######## exclusive_max ########
exclusive_max, sizing map:
Bar = 10 um.
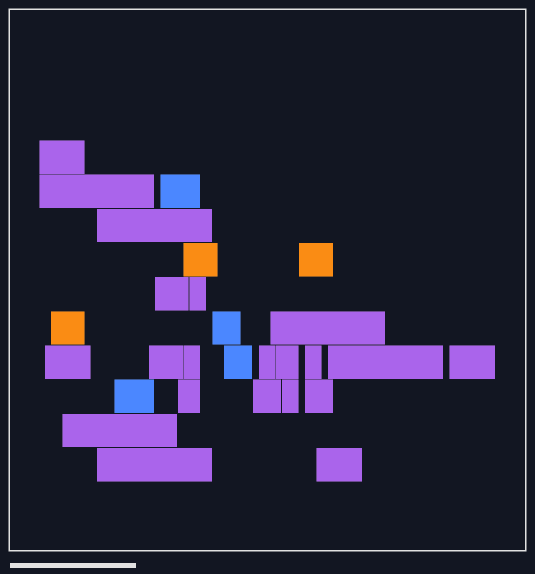

## config.mk

```make
export PLATFORM = sky130hd
export DESIGN_NAME = exclusive_max
export DESIGN_NICKNAME = d
export VERILOG_FILES = /design/src/rtl/exclusive_max.sv
export SDC_FILE = /design/constraint.sdc
export NUM_CORES = 1
export LEC_CHECK = 0
export ABC_CLOCK_PERIOD_IN_PS = 1100
export CORE_AREA = 2 2 39 41
export DETAILED_ROUTE_END_ITERATION = 8
export DIE_AREA = 0 0 41 43
export DONT_BUFFER_PORTS = 1
export PLACE_DENSITY_LB_ADDON = 0.15
export SYNTH_ARGS = -nofsm -noshare
export SYNTH_HDL_FRONTEND = slang
export SYNTH_SLANG_ARGS = --single-unit
export TNS_END_PERCENT = 50
```

## constraint.sdc

```tcl
create_clock -name aclk -period 1.1 [get_ports aclk]
set_clock_uncertainty 0.05 [all_clocks]
set_input_delay 0.165 -clock aclk [delete_from_list [all_inputs] [get_ports aclk]]
set_output_delay 0.165 -clock aclk [all_outputs]
set_load 0.03 [all_outputs]
```

## src/rtl/exclusive_max.sv

```systemverilog
// ---------------------------------------------------------------------------
// exclusive_max
//   Race-logic exclusive-max cell. Each input carries one event per
//   computation window. The event time is the first 0->1 transition sampled
//   on aclk. q pulses after the later of the two arrivals, but only when a
//   and b arrive on different aclk edges. A tie, or a window in which only
//   one input arrives, leaves q low. A low q stands for "infinity".
//
// Parameters
//   OUT_PULSE_CYCLES : width of the q pulse in aclk cycles (>= 1)
//
// Ports
//   aclk : clock; all state updates on the rising edge
//   grst : asynchronous active-low global reset
//   rst  : synchronous active-high window clear (starts a new computation)
//   a    : event input A (level; an event is a sampled rising edge)
//   b    : event input B (level; an event is a sampled rising edge)
//   q    : registered result pulse
// ---------------------------------------------------------------------------
module exclusive_max #(
  parameter int unsigned OUT_PULSE_CYCLES = 1
) (
  input  logic aclk,
  input  logic grst,
  input  logic rst,
  input  logic a,
  input  logic b,
  output logic q
);

  localparam int unsigned CW = (OUT_PULSE_CYCLES > 1) ? $clog2(OUT_PULSE_CYCLES) : 1;
  localparam logic [CW-1:0] CNT_LAST = CW'(OUT_PULSE_CYCLES - 1);

  typedef enum logic [2:0] {
    IDLE,
    GOT_A,
    GOT_B,
    FIRE,
    DONE
  } state_t;

  state_t        state_q, state_d;
  logic          a_prev_q, a_prev_d;
  logic          b_prev_q, b_prev_d;
  logic [CW-1:0] cnt_q, cnt_d;
  logic          q_q, q_d;

  logic ev_a;
  logic ev_b;

  assign ev_a = a & ~a_prev_q;
  assign ev_b = b & ~b_prev_q;
  assign q    = q_q;

  always_ff @(posedge aclk or negedge grst) begin
    if (!grst) begin
      state_q  <= IDLE;
      a_prev_q <= 1'b0;
      b_prev_q <= 1'b0;
      cnt_q    <= '0;
      q_q      <= 1'b0;
    end else begin
      state_q  <= state_d;
      a_prev_q <= a_prev_d;
      b_prev_q <= b_prev_d;
      cnt_q    <= cnt_d;
      q_q      <= q_d;
    end
  end

  always_comb begin
    state_d  = state_q;
    cnt_d    = cnt_q;
    q_d      = 1'b0;
    // The edge detectors track the inputs every cycle, including during a
    // window clear. An input that is already high at the clear therefore
    // does not count as an event afterwards.
    a_prev_d = a;
    b_prev_d = b;

    if (rst) begin
      state_d = IDLE;
      cnt_d   = '0;
    end else begin
      case (state_q)
        IDLE: begin
          if (ev_a && ev_b) begin
            state_d = DONE;            // tie: the result is infinity
          end else if (ev_a) begin
            state_d = GOT_A;
          end else if (ev_b) begin
            state_d = GOT_B;
          end
        end
        GOT_A: begin
          if (ev_b) begin
            state_d = FIRE;
            cnt_d   = '0;
          end
        end
        GOT_B: begin
          if (ev_a) begin
            state_d = FIRE;
            cnt_d   = '0;
          end
        end
        FIRE: begin
          // q is driven from here, so the pulse appears one edge after the
          // later event was sampled. cnt_q counts the high cycles already
          // scheduled.
          q_d = 1'b1;
          if (cnt_q == CNT_LAST) begin
            state_d = DONE;
            cnt_d   = '0;
          end else begin
            cnt_d = cnt_q + 1'b1;
          end
        end
        DONE: begin
          // Hold until the next window clear.
        end
        default: begin
          state_d = IDLE;
        end
      endcase
    end
  end

endmodule

```

######## scan_addr_ctrl_flat ########
`config.mk`:
```
export PLATFORM = sky130hd
export DESIGN_NAME = scan_addr_ctrl_flat
export DESIGN_NICKNAME = d
export VERILOG_FILES = /design/src/rtl/scan_addr_ctrl_if.sv /design/src/rtl/scan_addr_ctrl.sv /design/src/flat_wrapper.sv
export SDC_FILE = /design/constraint.sdc
export NUM_CORES = 1
export LEC_CHECK = 0
export ABC_AREA = 0
export CAP_MARGIN = 30
export CORE_ASPECT_RATIO = 1.2
export CORE_UTILIZATION = 25
export CTS_CLUSTER_DIAMETER = 30
export DETAILED_ROUTE_END_ITERATION = 10
export PLACE_DENSITY = 0.66
export SLEW_MARGIN = 20
export SYNTH_ARGS = -nofsm -noshare
export SYNTH_HDL_FRONTEND = slang
export SYNTH_SLANG_ARGS = --single-unit
```
`constraint.sdc`:
```
create_clock -name clk -period 5.3 [get_ports clk]
set_clock_uncertainty 0.2 [all_clocks]
set_input_delay 1.06 -clock clk [delete_from_list [all_inputs] [get_ports clk]]
set_output_delay 1.06 -clock clk [all_outputs]
set_load 0.05 [all_outputs]
```
`src/rtl/scan_addr_ctrl_if.sv`:
```
// Handshake bundle between the scan sequencer, the pixel address counter and the image memory.
// slave = sequencer side, master = surrounding logic (FSM, counter, memory).
interface scan_addr_ctrl_if #(
  parameter int ADDR_W = 14
);
  logic              start;
  logic              abort;
  logic              stall;
  logic [ADDR_W-1:0] count;
  logic              clear;
  logic              keep;
  logic              rd_en;
  logic              data_vld;
  logic              busy;
  logic              done;
  logic              row_end;

  modport slave (
    input  start, abort, stall, count,
    output clear, keep, rd_en, data_vld, busy, done, row_end
  );

  modport master (
    output start, abort, stall, count,
    input  clear, keep, rd_en, data_vld, busy, done, row_end
  );
endinterface

```
`src/rtl/scan_addr_ctrl.sv`:
```
// Raster-scan sequencer driving a clear/keep/count address counter and tracking memory read latency.
// Optional row-end flag is compiled in when ROW_END_EN is defined.
module scan_addr_ctrl #(
  parameter int ADDR_W  = 14,
  parameter int PIX_NUM = 16384,
  parameter int RD_LAT  = 1,
  parameter int IMG_W   = 128
) (
  input  logic             clk,
  input  logic             rst,
  scan_addr_ctrl_if.slave  bus
);

  localparam logic [1:0] ST_IDLE  = 2'd0;
  localparam logic [1:0] ST_RUN   = 2'd1;
  localparam logic [1:0] ST_DRAIN = 2'd2;
  localparam logic [1:0] ST_DONE  = 2'd3;

  localparam logic [ADDR_W-1:0] LAST_ADDR  = ADDR_W'(PIX_NUM - 1);
  localparam logic [1:0]        DRAIN_LAST = 2'(RD_LAT - 1);

  logic [1:0]        state_q, state_d;
  logic [1:0]        drain_cnt_q, drain_cnt_d;
  logic [RD_LAT-1:0] vld_pipe_q, vld_pipe_d;

  logic clear;
  logic keep;
  logic rd_en;
  logic done;
  logic flush;
  logic data_vld;

  always_comb begin
    state_d     = state_q;
    drain_cnt_d = drain_cnt_q;
    clear       = 1'b0;
    keep        = 1'b0;
    rd_en       = 1'b0;
    done        = 1'b0;
    flush       = 1'b0;
    case (state_q)
      ST_IDLE: begin
        clear       = 1'b1;
        drain_cnt_d = 2'd0;
        if (bus.start && !bus.abort) state_d = ST_RUN;
      end
      ST_RUN: begin
        if (bus.abort) begin
          keep    = 1'b1;
          flush   = 1'b1;
          state_d = ST_IDLE;
        end else if (bus.stall) begin
          keep = 1'b1;
        end else begin
          rd_en = 1'b1;
          // Last address: hold the counter so it never wraps past the image.
          if (bus.count == LAST_ADDR) begin
            keep        = 1'b1;
            drain_cnt_d = 2'd0;
            state_d     = ST_DRAIN;
          end
        end
      end
      ST_DRAIN: begin
        keep = 1'b1;
        if (bus.abort) begin
          flush   = 1'b1;
          state_d = ST_IDLE;
        end else if (drain_cnt_q == DRAIN_LAST) begin
          state_d = ST_DONE;
        end else begin
          drain_cnt_d = drain_cnt_q + 2'd1;
        end
      end
      ST_DONE: begin
        keep    = 1'b1;
        done    = 1'b1;
        state_d = ST_IDLE;
      end
      default: state_d = ST_IDLE;
    endcase
  end

  // Reads already issued keep moving through the pipe even while stalled.
  always_comb begin
    vld_pipe_d = '0;
    if (!flush) begin
      vld_pipe_d[0] = rd_en;
      for (int i = 1; i < RD_LAT; i++) vld_pipe_d[i] = vld_pipe_q[i-1];
    end
  end

  always_ff @(posedge clk or negedge rst) begin
    if (!rst) begin
      state_q     <= ST_IDLE;
      drain_cnt_q <= 2'd0;
      vld_pipe_q  <= '0;
    end else begin
      state_q     <= state_d;
      drain_cnt_q <= drain_cnt_d;
      vld_pipe_q  <= vld_pipe_d;
    end
  end

  assign data_vld     = vld_pipe_q[RD_LAT-1];
  assign bus.clear    = clear;
  assign bus.keep     = keep;
  assign bus.rd_en    = rd_en;
  assign bus.data_vld = data_vld;
  assign bus.busy     = (state_q != ST_IDLE);
  assign bus.done     = done;

`ifdef ROW_END_EN
  localparam int               COL_W    = (IMG_W > 1) ? $clog2(IMG_W) : 1;
  localparam logic [COL_W-1:0] COL_LAST = COL_W'(IMG_W - 1);

  logic [COL_W-1:0] col_q, col_d;

  always_comb begin
    col_d = col_q;
    if (state_q == ST_IDLE || flush) begin
      col_d = '0;
    end else if (data_vld) begin
      col_d = (col_q == COL_LAST) ? '0 : col_q + COL_W'(1);
    end
  end

  always_ff @(posedge clk or negedge rst) begin
    if (!rst) col_q <= '0;
    else      col_q <= col_d;
  end

  assign bus.row_end = data_vld && (col_q == COL_LAST);
`else
  // Row tracking absent: IMG_W >= 1 makes this term constant 0.
  assign bus.row_end = data_vld && (IMG_W < 1);
`endif

endmodule
```
`src/flat_wrapper.sv`:
```
// flat-port wrapper written by rule: the top's interface ports become plain ports
module scan_addr_ctrl_flat 
#(
  parameter int ADDR_W  = 14,
  parameter int PIX_NUM = 16384,
  parameter int RD_LAT  = 1,
  parameter int IMG_W   = 128
)
  (clk, rst, bus_start, bus_abort, bus_stall, bus_count, bus_clear, bus_keep, bus_rd_en, bus_data_vld, bus_busy, bus_done, bus_row_end);
  scan_addr_ctrl_if #(.ADDR_W(ADDR_W)) bus_i ();
  input  logic clk;
  input  logic rst;
  input wire logic [$bits(bus_i.start)-1:0] bus_start;
  input wire logic [$bits(bus_i.abort)-1:0] bus_abort;
  input wire logic [$bits(bus_i.stall)-1:0] bus_stall;
  input wire logic [$bits(bus_i.count)-1:0] bus_count;
  output wire logic [$bits(bus_i.clear)-1:0] bus_clear;
  output wire logic [$bits(bus_i.keep)-1:0] bus_keep;
  output wire logic [$bits(bus_i.rd_en)-1:0] bus_rd_en;
  output wire logic [$bits(bus_i.data_vld)-1:0] bus_data_vld;
  output wire logic [$bits(bus_i.busy)-1:0] bus_busy;
  output wire logic [$bits(bus_i.done)-1:0] bus_done;
  output wire logic [$bits(bus_i.row_end)-1:0] bus_row_end;
  assign bus_i.start = bus_start;
  assign bus_i.abort = bus_abort;
  assign bus_i.stall = bus_stall;
  assign bus_i.count = bus_count;
  assign bus_clear = bus_i.clear;
  assign bus_keep = bus_i.keep;
  assign bus_rd_en = bus_i.rd_en;
  assign bus_data_vld = bus_i.data_vld;
  assign bus_busy = bus_i.busy;
  assign bus_done = bus_i.done;
  assign bus_row_end = bus_i.row_end;
  scan_addr_ctrl #(.ADDR_W(ADDR_W), .PIX_NUM(PIX_NUM), .RD_LAT(RD_LAT), .IMG_W(IMG_W)) u_core (.clk(clk), .rst(rst), .bus(bus_i));
endmodule
```
######## core_if_stage ########
`src/rtl/core_if_pkg.sv`:
```
`default_nettype none
// +--------------------------------------------------------------------------+
// | core_if_pkg                                                              |
// | Shared types and constants for the RV32I instruction-fetch stage.        |
// | Revision: 1.0                                                            |
// +--------------------------------------------------------------------------+
package core_if_pkg;

   // Fetch FSM encoding
   typedef enum logic [1:0] {
      ST_IDLE = 2'd0,
      ST_REQ  = 2'd1,
      ST_WAIT = 2'd2
   } if_state_e;

   localparam logic [31:0] IF_RESET_VECTOR = 32'h0000_0000;
   localparam logic [31:0] IF_NOP_INSTR    = 32'h0000_0013;   // addi x0,x0,0

   // One fetched instruction together with its bookkeeping
   typedef struct packed {
      logic        valid;
      logic [31:0] pc;
      logic [31:0] instr;
      logic        misalign;
   } fetch_entry_t;

   // The low two PC bits alone decide misalignment
   function automatic logic is_misaligned(input logic [1:0] pc_lo);
      return pc_lo != 2'b00;
   endfunction

endpackage : core_if_pkg
`default_nettype wire

```
`src/rtl/core_if_holdbuf.sv`:
```
`default_nettype none
// +--------------------------------------------------------------------------+
// | core_if_holdbuf                                                          |
// | One-entry skid buffer catching a response that arrives while IF/ID is    |
// | stalled. Flush wins over load; load and drain never coincide.            |
// | Revision: 1.0                                                            |
// +--------------------------------------------------------------------------+
module core_if_holdbuf
   import core_if_pkg::*;
(
   input  logic         clk_i,
   input  logic         rst_i,
   input  logic         load_i,
   input  logic         drain_i,
   input  logic         flush_i,
   input  fetch_entry_t entry_i,
   output fetch_entry_t entry_o
);

   fetch_entry_t entry_q;

   // Capture, release or discard the buffered instruction
   always_ff @(posedge clk_i) begin
      if (rst_i) begin
         entry_q <= '0;
      end else if (flush_i || drain_i) begin
         entry_q.valid <= 1'b0;
      end else if (load_i) begin
         entry_q <= entry_i;
      end
   end

   assign entry_o = entry_q;

endmodule : core_if_holdbuf
`default_nettype wire

```
`src/rtl/core_if_stage.sv`:
```
`default_nettype none
// +--------------------------------------------------------------------------+
// | core_if_stage                                                            |
// | RV32I instruction fetch: PC register, single-outstanding imem fetch FSM, |
// | redirect kill flag, IF/ID pipeline register and stall skid buffer.       |
// | Revision: 1.0                                                            |
// +--------------------------------------------------------------------------+
module core_if_stage
   import core_if_pkg::*;
#(
   parameter logic [31:0] RESET_VECTOR = IF_RESET_VECTOR,
   parameter logic [31:0] NOP_INSTR    = IF_NOP_INSTR
) (
   input  logic        clk_i,
   input  logic        rst_i,
   output logic [31:0] pc_o,
   input  logic [31:0] pc_next_i,
   input  logic        c_redirect_i,
   input  logic        stall_i,
   output logic        imem_req_o,
   output logic [31:0] imem_addr_o,
   input  logic        imem_gnt_i,
   input  logic        imem_rvalid_i,
   input  logic [31:0] imem_rdata_i,
   output logic        ifid_valid_o,
   output logic [31:0] ifid_pc_o,
   output logic [31:0] ifid_instr_o,
   output logic        ifid_misalign_o
);

   if_state_e    state_q, state_d;
   logic [31:0]  pc_q, pc_d;
   logic         kill_q, kill_d;
   fetch_entry_t ifid_q, ifid_d;

   fetch_entry_t w_hb;
   fetch_entry_t w_rsp_entry;
   logic         w_outstanding;
   logic         w_rsp_any;
   logic         w_rsp_ok;
   logic         w_ifid_free;
   logic         w_hb_load;
   logic         w_hb_drain;
   logic         w_imem_req;

   // A response is only expected in WAIT while the buffer is empty; a full
   // buffer in WAIT means we are parked waiting for it to drain.
   assign w_outstanding = (state_q == ST_WAIT) && !w_hb.valid;
   assign w_rsp_any     = w_outstanding && imem_rvalid_i;
   assign w_rsp_ok      = w_rsp_any && !kill_q && !c_redirect_i;
   assign w_ifid_free   = !ifid_q.valid || !stall_i;
   assign w_hb_load     = w_rsp_ok && !w_ifid_free;
   assign w_hb_drain    = w_hb.valid && w_ifid_free;

   // The instruction belongs to the PC that was fetched, which is still pc_q
   assign w_rsp_entry = '{valid:    1'b1,
                          pc:       pc_q,
                          instr:    imem_rdata_i,
                          misalign: is_misaligned(pc_q[1:0])};

   core_if_holdbuf u_holdbuf (
      .clk_i   (clk_i),
      .rst_i   (rst_i),
      .load_i  (w_hb_load),
      .drain_i (w_hb_drain),
      .flush_i (c_redirect_i),
      .entry_i (w_rsp_entry),
      .entry_o (w_hb)
   );

   // FSM state register
   always_ff @(posedge clk_i) begin
      if (rst_i) state_q <= ST_IDLE;
      else       state_q <= state_d;
   end

   // FSM next state: fetch until the skid buffer fills, then wait for drain
   always_comb begin
      state_d = state_q;
      case (state_q)
         ST_IDLE: state_d = ST_REQ;
         ST_REQ:  if (imem_gnt_i) state_d = ST_WAIT;
         ST_WAIT: begin
            if (w_hb.valid) begin
               if (c_redirect_i || w_hb_drain) state_d = ST_REQ;
            end else if (imem_rvalid_i) begin
               if (!w_hb_load) state_d = ST_REQ;
            end
         end
         default: state_d = ST_IDLE;
      endcase
   end

   // FSM outputs
   always_comb begin
      w_imem_req = (state_q == ST_REQ);
   end

   // PC advances on an accepted response or a redirect; kill tracks a
   // request that is already with the memory when a redirect arrives
   always_comb begin
      pc_d   = (c_redirect_i || w_rsp_ok) ? pc_next_i : pc_q;
      kill_d = kill_q;
      if (w_rsp_any) kill_d = 1'b0;
      if (c_redirect_i &&
          (((state_q == ST_REQ) && imem_gnt_i) || (w_outstanding && !imem_rvalid_i)))
         kill_d = 1'b1;
   end

   // IF/ID next value: flush, refill from buffer first, then from memory
   always_comb begin
      ifid_d = ifid_q;
      if (c_redirect_i) begin
         ifid_d.valid = 1'b0;
         ifid_d.instr = NOP_INSTR;
      end else if (w_ifid_free) begin
         if (w_hb.valid) begin
            ifid_d = w_hb;
         end else if (w_rsp_ok) begin
            ifid_d = w_rsp_entry;
         end else begin
            ifid_d.valid = 1'b0;
            ifid_d.instr = NOP_INSTR;
         end
      end
   end

   // PC, kill flag and IF/ID registers
   always_ff @(posedge clk_i) begin
      if (rst_i) begin
         pc_q   <= RESET_VECTOR;
         kill_q <= 1'b0;
         ifid_q <= '{valid: 1'b0, pc: 32'h0, instr: NOP_INSTR, misalign: 1'b0};
      end else begin
         pc_q   <= pc_d;
         kill_q <= kill_d;
         ifid_q <= ifid_d;
      end
   end

   assign pc_o            = pc_q;
   assign imem_req_o      = w_imem_req;
   assign imem_addr_o     = {pc_q[31:2], 2'b00};
   assign ifid_valid_o    = ifid_q.valid;
   assign ifid_pc_o       = ifid_q.pc;
   assign ifid_instr_o    = ifid_q.instr;
   assign ifid_misalign_o = ifid_q.misalign;

endmodule : core_if_stage
`default_nettype wire

```
`config.mk`:
```
export PLATFORM = sky130hd
export DESIGN_NAME = core_if_stage
export DESIGN_NICKNAME = d
export VERILOG_FILES = /design/src/rtl/core_if_pkg.sv /design/src/rtl/core_if_holdbuf.sv /design/src/rtl/core_if_stage.sv
export SDC_FILE = /design/constraint.sdc
export NUM_CORES = 1
export LEC_CHECK = 0
export CAP_MARGIN = 20
export CORE_ASPECT_RATIO = 0.9
export CORE_MARGIN = 2
export CORE_UTILIZATION = 31
export CTS_BUF_LIST = sky130_fd_sc_hd__clkbuf_8
export DETAILED_ROUTE_END_ITERATION = 10
export GPL_TIMING_DRIVEN = 1
export SLEW_MARGIN = 30
export SYNTH_ARGS = -nofsm -noshare
export SYNTH_HDL_FRONTEND = slang
export SYNTH_SLANG_ARGS = --single-unit
export TNS_END_PERCENT = 100
```
`constraint.sdc`:
```
create_clock -name clk_i -period 2.2 [get_ports clk_i]
set_input_delay 0.22 -clock clk_i [delete_from_list [all_inputs] [get_ports clk_i]]
set_output_delay 0.22 -clock clk_i [all_outputs]
set_load 0.05 [all_outputs]
```
######## mul_div_unit ########
## src/rtl/mul_div_unit.sv

```systemverilog
// Iterative RV32M multiply/divide unit feeding the register file write port.
// Optional MULDIV_EARLY_OUT_EN: trivial operands bypass the 32-cycle iteration.
module mul_div_unit #(
   parameter int XLEN  = 32,
   parameter int CNT_W = 6
) (
   input  logic            clk_MulDiv,
   input  logic            rst,
   input  logic            Start,
   input  logic [2:0]      Funct3,
   input  logic [XLEN-1:0] Src_A,
   input  logic [XLEN-1:0] Src_B,
   input  logic [4:0]      Rd_Addr,
   output logic            Busy,
   output logic            Done,
   output logic            Reg_Write,
   output logic [4:0]      W_Addr,
   output logic [XLEN-1:0] W_Data
);

   typedef enum logic [1:0] {S_IDLE, S_CALC, S_FIX, S_DONE} state_t;

   state_t              r_state;
   logic [CNT_W-1:0]    r_cnt;
   logic                r_busy;
   logic                r_done;
   logic                r_reg_write;
   logic [4:0]          r_w_addr;
   logic [XLEN-1:0]     r_w_data;

   logic [2:0]          r_funct3;
   logic [4:0]          r_rd;
   logic [XLEN-1:0]     r_src_a;
   logic [XLEN-1:0]     r_a_mag;
   logic [XLEN-1:0]     r_b_mag;
   logic                r_neg_res;
   logic                r_neg_rem;
   logic                r_b_zero;
   logic [2*XLEN-1:0]   r_prod;
   logic [XLEN-1:0]     r_quo;
   logic [XLEN-1:0]     r_rem;

   logic                w_is_div;
   logic                w_a_sgn;
   logic                w_b_sgn;
   logic                w_a_neg;
   logic                w_b_neg;
   logic [XLEN-1:0]     w_a_mag;
   logic [XLEN-1:0]     w_b_mag;
   logic                w_early;
   logic [XLEN:0]       w_mul_sum;
   logic [XLEN:0]       w_div_sh;
   logic                w_div_ge;
   logic [XLEN-1:0]     w_div_diff;
   logic [2*XLEN-1:0]   w_prod_fix;
   logic [XLEN-1:0]     w_quo_fix;
   logic [XLEN-1:0]     w_rem_fix;
   logic [XLEN-1:0]     w_result;

   function automatic logic [XLEN-1:0] neg_if(input logic [XLEN-1:0] x, input logic n);
      return n ? -x : x;
   endfunction

   function automatic logic [2*XLEN-1:0] neg_if_w(input logic [2*XLEN-1:0] x, input logic n);
      return n ? -x : x;
   endfunction

   // Operand signedness: MUL/MULH signed x signed, MULHSU signed x unsigned, DIV/REM signed
   assign w_is_div = Funct3[2];
   assign w_a_sgn  = w_is_div ? ~Funct3[0] : (Funct3[1:0] != 2'b11);
   assign w_b_sgn  = w_is_div ? ~Funct3[0] : ~Funct3[1];
   assign w_a_neg  = w_a_sgn & Src_A[XLEN-1];
   assign w_b_neg  = w_b_sgn & Src_B[XLEN-1];
   assign w_a_mag  = neg_if(Src_A, w_a_neg);
   assign w_b_mag  = neg_if(Src_B, w_b_neg);

`ifdef MULDIV_EARLY_OUT_EN
   logic w_ovf;
   assign w_ovf   = w_is_div & ~Funct3[0] & (Src_A == {1'b1, {(XLEN-1){1'b0}}}) & (&Src_B);
   assign w_early = (Src_A == '0) | (Src_B == '0) | w_ovf;
`else
   assign w_early = 1'b0;
`endif

   assign w_mul_sum  = {1'b0, r_prod[2*XLEN-1:XLEN]} + {1'b0, (r_prod[0] ? r_a_mag : '0)};
   assign w_div_sh   = {r_rem, r_quo[XLEN-1]};
   assign w_div_ge   = (w_div_sh >= {1'b0, r_b_mag});
   assign w_div_diff = w_div_sh[XLEN-1:0] - r_b_mag;

   assign w_prod_fix = neg_if_w(r_prod, r_neg_res);
   assign w_quo_fix  = neg_if(r_quo, r_neg_res);
   assign w_rem_fix  = neg_if(r_rem, r_neg_rem);

   always_comb begin
      w_result = '0;
      case (r_funct3)
         3'b000:                 w_result = w_prod_fix[XLEN-1:0];
         3'b001, 3'b010, 3'b011: w_result = w_prod_fix[2*XLEN-1:XLEN];
         3'b100, 3'b101:         w_result = r_b_zero ? '1 : w_quo_fix;
         default:                w_result = r_b_zero ? r_src_a : w_rem_fix;
      endcase
   end

   // Datapath registers: loaded at acceptance, stepped once per CALC cycle
   always_ff @(posedge clk_MulDiv) begin
      if (r_state == S_IDLE && Start) begin
         r_funct3  <= Funct3;
         r_rd      <= Rd_Addr;
         r_src_a   <= Src_A;
         r_a_mag   <= w_a_mag;
         r_b_mag   <= w_b_mag;
         r_neg_res <= w_a_neg ^ w_b_neg;
         r_neg_rem <= w_a_neg;
         r_b_zero  <= (Src_B == '0);
         r_prod    <= {{XLEN{1'b0}}, w_b_mag};
         r_quo     <= w_a_mag;
         r_rem     <= '0;
`ifdef MULDIV_EARLY_OUT_EN
         if (w_early) begin
            r_prod <= '0;
            r_quo  <= w_ovf ? {1'b1, {(XLEN-1){1'b0}}} : '0;
         end
`endif
      end else if (r_state == S_CALC) begin
         if (r_funct3[2]) begin
            r_quo <= {r_quo[XLEN-2:0], w_div_ge};
            r_rem <= w_div_ge ? w_div_diff : w_div_sh[XLEN-1:0];
         end else begin
            r_prod <= {w_mul_sum, r_prod[XLEN-1:1]};
         end
      end
   end

   // Control FSM and registered write-port outputs
   always_ff @(posedge clk_MulDiv) begin
      if (rst) begin
         r_state     <= S_IDLE;
         r_cnt       <= '0;
         r_busy      <= 1'b0;
         r_done      <= 1'b0;
         r_reg_write <= 1'b0;
         r_w_addr    <= '0;
         r_w_data    <= '0;
      end else begin
         r_done      <= 1'b0;
         r_reg_write <= 1'b0;
         case (r_state)
            S_IDLE: begin
               if (Start) begin
                  r_busy  <= 1'b1;
                  r_cnt   <= '0;
                  r_state <= w_early ? S_FIX : S_CALC;
               end
            end
            S_CALC: begin
               r_cnt <= r_cnt + CNT_W'(1);
               if (r_cnt == CNT_W'(XLEN-1)) r_state <= S_FIX;
            end
            S_FIX: begin
               r_w_data    <= w_result;
               r_w_addr    <= r_rd;
               r_done      <= 1'b1;
               r_reg_write <= (r_rd != 5'd0);
               r_state     <= S_DONE;
            end
            S_DONE: begin
               r_busy  <= 1'b0;
               r_state <= S_IDLE;
            end
            default: r_state <= S_IDLE;
         endcase
      end
   end

   assign Busy      = r_busy;
   assign Done      = r_done;
   assign Reg_Write = r_reg_write;
   assign W_Addr    = r_w_addr;
   assign W_Data    = r_w_data;

endmodule

```

## config.mk

```make
export PLATFORM = sky130hd
export DESIGN_NAME = mul_div_unit
export DESIGN_NICKNAME = d
export VERILOG_FILES = /design/src/rtl/mul_div_unit.sv
export SDC_FILE = /design/constraint.sdc
export NUM_CORES = 1
export LEC_CHECK = 0
export CORE_MARGIN = 4
export CORE_UTILIZATION = 30
export CTS_BUF_LIST = sky130_fd_sc_hd__clkbuf_4
export CTS_CLUSTER_DIAMETER = 100
export CTS_CLUSTER_SIZE = 16
export DETAILED_ROUTE_END_ITERATION = 8
export GPL_TIMING_DRIVEN = 1
export HOLD_SLACK_MARGIN = 0.08
export PLACE_DENSITY = 0.48
export RECOVER_POWER = 50
export SLEW_MARGIN = 25
export SYNTH_ARGS = -nofsm -noshare
export SYNTH_HDL_FRONTEND = slang
export SYNTH_SLANG_ARGS = --single-unit
```

## constraint.sdc

```tcl
create_clock -name clk_MulDiv -period 8 [get_ports clk_MulDiv]
set_clock_uncertainty 0.05 [all_clocks]
set_input_delay 0.8 -clock clk_MulDiv [delete_from_list [all_inputs] [get_ports clk_MulDiv]]
set_output_delay 0.8 -clock clk_MulDiv [all_outputs]
set_load 0.01 [all_outputs]
```

scan_addr_ctrl_flat, wiring by layer:
Bar = 10 um.
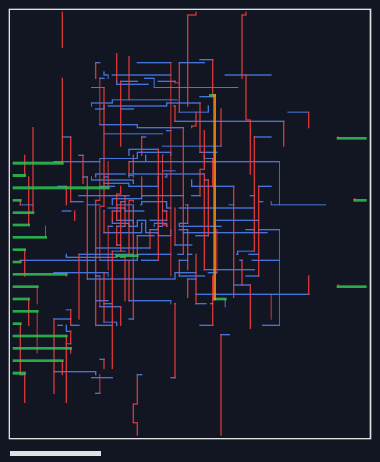
legend:
  orange:
    layer: metal 4
    wire_length: 22.4 um
  green:
    layer: metal 3
    wire_length: 68.8 um
  blue:
    layer: metal 1
    wire_length: 417 um
  red:
    layer: metal 2
    wire_length: 523 um

scan_addr_ctrl_flat, I/O nets highlighted:
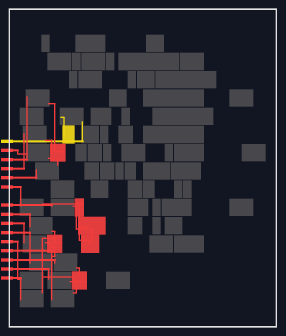
legend:
  red:
    port: `bus_count`
    bits: 14
    direction: input
    edge: left
    end_cells: 6
    buffers: 14
    wire: 154 um
  yellow:
    port: `bus_keep`
    bits: 1
    direction: output
    edge: left
    end_cells: 1
    buffers: 1
    wire: 16.8 um

==> results.cfg, scan_addr_ctrl_flat <==
; flow metrics
[status]
status = completed

[timing]
setup_viol = 0
finalCritPeriodShare_pct = 81.9
tns_ns = 0
rsz0062_at_grt = no

[final_layout]
final_common_cell = clkdlybuf4s50_1
clockNetworkAreaShare_pct = 3.73
instances_no_fill = 93
finalInstanceArea_um2 = 704
finalNetCount = 101
antennaDiodeCount = 0
inverters_excl_clock = 6
clock_buffers = 4
biggestCellCategory = combinational gates
flop_area_um2 = 125

[logic_synthesis]
top_area_cell = dfrtp_1
synth-seq-cells = 5
synth_seq_share_pct = 29.5
common_cells = 6 x inv_1, 5 x dfrtp_1, 5 x ha_1
yosys_warnings = 0

[cts]
post_cts_resize_count = 0
cts.clk_slew.worst_paths_ns = 0.04
cts_made_buffers = 3
insertion_delay_ns = 0.24
cts_buffer_depth = 2

[min_path]
hold-path-endpoint = u_core.drain_cnt_q[1]
hold_depth = 2

[power_and_ir_drop]
comb_power_w = 0.000144
leakage_nw = 0.304
pg_clk_w = 0.0000447
combPwrFrac_pct = 60.9

[detailed_routing]
drt_first_pass_iters = 2
via_per_inst = 4.98
routed_wl_um = 1030

[flow_run]
drv_cap = 0

[setup_path]
cp_slowest_cell = clkdlybuf4s50_1
crit_family = buffers and inverters

[grt]
grt_max_degree = 7
antenna_found_initial = 0

[place]
gp_congestion = 0.767
io_buffers = 24
dp_slack_ns = 0.942
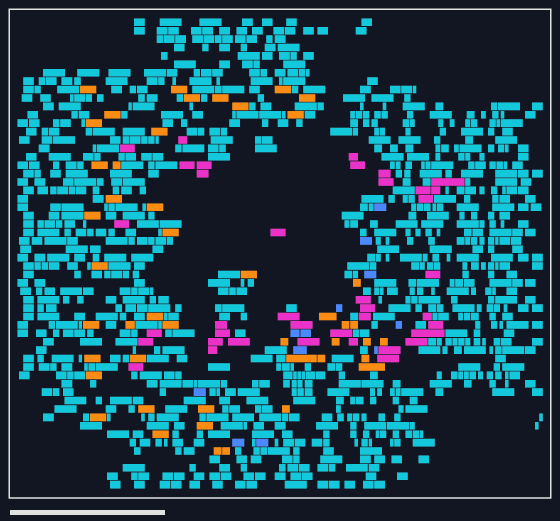
core_if_stage: sizing map
Bar = 50 um.
legend:
  cyan:
    size: _0 and _1 cells
    cells: 871
    share: 90%
  magenta:
    size: _6 and larger
    cells: 38
    share: 3.9%
  blue:
    size: _2 cells
    cells: 12
    share: 1.2%
  orange:
    size: _3 and _4 cells
    cells: 46
    share: 4.8%
Area Growth Syn to Fin: 27.4%
final setup margin: 0.221 ns
final instance area: 0.0104 mm^2
bufs w/o clock: 216

==> results.cfg, core_if_stage <==
; flow metrics
[die]
io_pins = 201
coreArea_mm2 = 0.0259

[detailed_routing]
dr_wl_met3_um = 1370
drt_iter0_drc = 407
ant_nets = 0

[cts]
cts.clk_slew.worst_paths_ns = 0.09
cts_buffer_depth = 2

[logic_synthesis]
syn_area_mm2 = 0.00813
yosysCellCount = 865
common_cells = 167 x dfxtp_1, 97 x mux2i_1, 97 x nand2b_1

[min_path]
hold_depth = 2
hold-path-endpoint = u_holdbuf.entry_o[0]
hold_path.class = input port to flip-flop

[place]
dpl.cell_count = 1283
io_buffers = 198

[grt]
grt.busiest_layer = met2
met1_usage_pct = 19.6
antenna_found_initial = 1
gr-usage-all-layers_pct = 14.8
use_met3_pct = 4.78

[timing]
max-slew-margin-rel_pct = 55.9
tightest_slew_ns = 0.661
tns_ns = 0

[status]
status = completed

[setup_path]
r2r_slack_ns = 0.52
path_max_fanout = 4
critPathArrivalTime_ns = 1.76

[final_layout]
antennaDiodeCount = 0
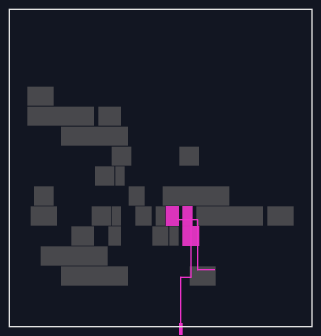
exclusive_max: I/O nets highlighted
legend:
  magenta:
    port: `rst`
    bits: 1
    direction: input
    edge: bottom
    end_cells: 3
    buffers: 1
    wire: 27.7 um
PortBufs: 0
IO Count: 6

exclusive_max, the clock network:
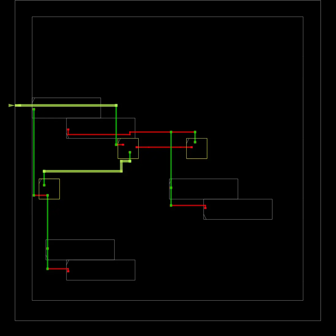
Power Clock: 0.000200 W
clkbuf count: 3

## Picture notes: 'sizing map' of exclusive_max
legend:
  blue:
    size: _2 cells
    cells: 4
    share: 14%
  purple:
    size: _0 and _1 cells
    cells: 21
    share: 75%
  orange:
    size: _3 and _4 cells
    cells: 3
    share: 11%

==> results.cfg, exclusive_max <==
; flow metrics
[setup_path]
timing.rr.start = state_q[1]
critPathArrivalTime_ns = 1.10
end_kind = flip-flop
path_max_fanout = 4
r2r_slack_ns = 0.11
worstSetupEndpoint = state_q[2]
critPathLaunchType = flip-flop
rr_endpoint = state_q[2]

[flow_run]
warnings = 26
drv_cap = 0

[logic_synthesis]
ys_sh_aoi_pct = 8.99
fa_ha_area_share_pct = 0
synthMostInstantiatedCell = dfrtp_1
common_cells = 6 x dfrtp_1, 3 x nor2_1, 2 x a211oi_1, 2 x nand2_1, 2 x nor2b_2
yosys-top-cells-area = dfrtp_1 63%, nor2b_2 7.4%, a211oi_1 6.3%, nor2_1 4.8%, nand2_1 3.2%
avgSynthCellArea_um2 = 11.3
synth-seq-cells = 6
synthXorXnorAreaFrac_pct = 0
async_flop_share_pct = 100
syn_area_um2 = 236
synth_nets = 26

[final_layout]
finalInstanceArea_um2 = 319
logic_gate_count = 15
nFillCells = 145
logic_area_um2 = 86.3
seq_area_share_pct = 47.1
flops = 6
final_cell_mix = 6 x dfrtp_1, 4 x dlygate4sd3_1, 3 x nor2_1, 3 x clkbuf_4
comb_share_pct = 27.1
biggestCellCategory = flip-flops and latches

[grt]
grt_pass1_vias = 193
grt_max_degree = 7
grt_use_met2_pct = 9.38
met1_usage_pct = 8.20
antenna_found_initial = 0
grt_remaining_overflow = 0

[detailed_routing]
drc_errors = 0
via_per_inst = 3.75
dr_wl_met3_um = 38
drt_first_pass_iters = 2
vias = 165
drt_iter0_drc = 1
drt-met1-wl_um = 209
routed_wl_um = 434
wire_per_inst_um = 9.86

[power_and_ir_drop]
top_power_group = sequential cells
power.density_mw_per_mm2 = 1510
p_sw_w = 0.000106
comb_power_w = 0.0000411
worst_ir_drop_vdd_mv = 0.526
power.share.clock_pct = 41.4
combPwrFrac_pct = 8.5

[min_path]
hold_depth = 3

[timing]
tightest_slew_ns = 0.283
tns_ns = 0
max-slew-margin-rel_pct = 81.1
rsz0062_at_grt = no
worst_slack_ns = 0.113
setup_viol = 0
slew_viol_final = 0

[cts]
cts_tree = yes
cts_max_level = 1
cts.clk_slew.worst_paths_ns = 0.05
insertion_delay_ns = 0.24
cts_made_buffers = 3
root_buffer = clkbuf_4

[status]
status = completed

[die]
coreArea_mm2 = 0.00138
chipHeight_um = 43
mul_div_unit, I/O nets highlighted:
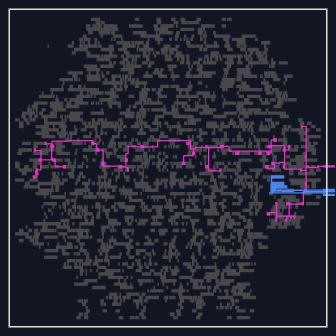
legend:
  blue:
    port: `Funct3`
    bits: 3
    direction: input
    edge: right
    end_cells: 5
    buffers: 3
    wire: 174 um
  magenta:
    port: `rst`
    bits: 1
    direction: input
    edge: right
    end_cells: 46
    buffers: 2
    wire: 624 um
PortBufs: 114
IO Count: 115

==> results.cfg, mul_div_unit <==
; flow metrics
[status]
status = complete, but fails checks
failed_checks = max-capacitance violations, max-slew violations

[power_and_ir_drop]
power_switching_share_pct = 45.9
power.density_mw_per_mm2 = 323
combPwrFrac_pct = 48.8
leakage_nw = 7.88
finalPower_w = 0.00668

[setup_path]
timing.rr.start = r_state[0]
worstPathRequired_ns = 8.43
cp_slowest_cell = clkbuf_1
crit_family = buffers and inverters
end_kind = flip-flop
startpoint = r_state[0]
cp.depth = 8

[min_path]
hold-path-endpoint = W_Data[13]

[logic_synthesis]
synth.area.mux_share_pct = 2.49
yosys-top-cells-area = edfxtp_1 28%, dfxtp_1 12%, nand2_1 6.8%, xnor2_1 6.1%, ha_1 5.0%
edf_count = 170
async_flop_share_pct = 0
ff_type = edfxtp_1
yosysCellCount = 2123
yosys_area_mm2 = 0.0185
fa_ha_area_share_pct = 5.22
top_area_cell = edfxtp_1
synth.distinct_cells = 77

[timing]
max-slew-margin-rel_pct = -104
whs_ns = 0.443
hold_viol_final = 0
setup_viol = 0
slew_viol_final = 117

[die]
initCoreUtil_pct = 30.5
tapCellCount = 782
coreArea_mm2 = 0.0607

[flow_run]
drv_cap = 2

[cts]
cts_made_buffers = 22
holdBufCountCts = 0
cts.sinks = 282
post-cts-setup-buffers = 0

[final_layout]
finalNetCount = 2334
nFillCells = 6323
buffers = 136
comb_share_pct = 51.0
regMostFlops = r_prod
nonClkBufAreaFrac_pct = 6.21
final_common_cell = nand2_1
biggestCellCategory = combinational gates
flop_area_mm2 = 0.00735

[detailed_routing]
routed.top_layer = met5
via_per_inst = 5.41
ant_nets = 0
drt_first_pass_iters = 5
drt_iter0_drc = 1132

[grt]
grt_max_degree = 90
grt_pass1_vias = 15700

[place]
gp_congestion = 0.893
placed_area_mm2 = 0.0204


==> gallery <==
The clock network.
Plate I
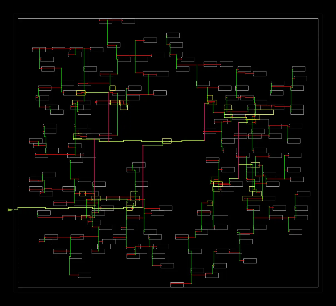
Plate II
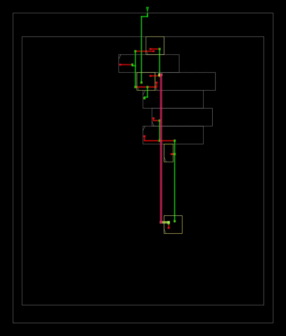
Plate III
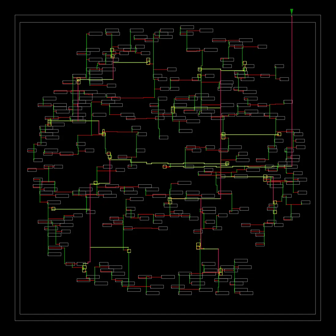
Plate II: scan_addr_ctrl_flat
Plate I: core_if_stage
Plate III: mul_div_unit
- fewest clock buffers: Plate II
- fewest sequential cells: Plate II


==> screenshots <==
Wiring by layer.
shot_01.png
Bar = 100 um.
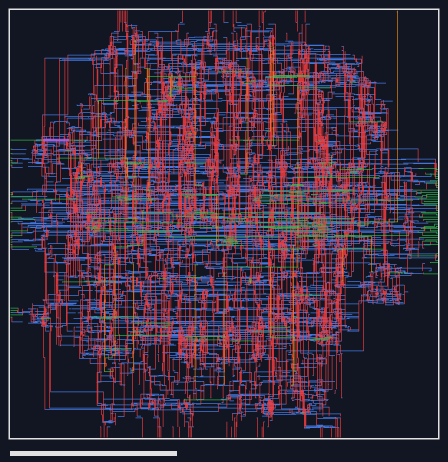
shot_02.png
Bar = 50 um.
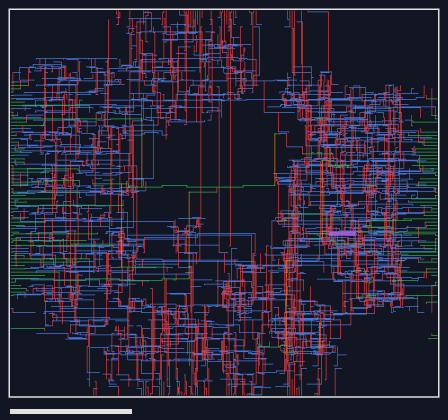
shot_03.png
Bar = 10 um.
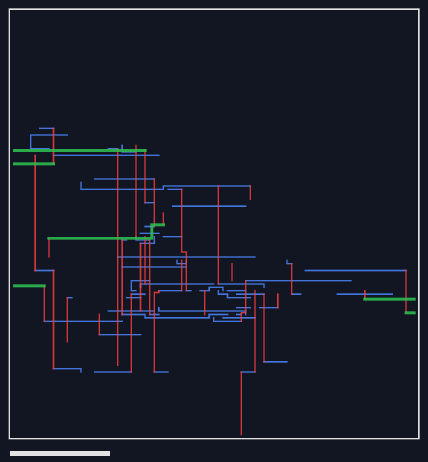
shot_02.png comes from core_if_stage.
shot_03.png comes from exclusive_max.
shot_01.png comes from mul_div_unit.
The one with the least wire is shot_03.png.
The one with the smallest die is shot_03.png.

No activity file was given, so power comes from the tool's default toggle rates.
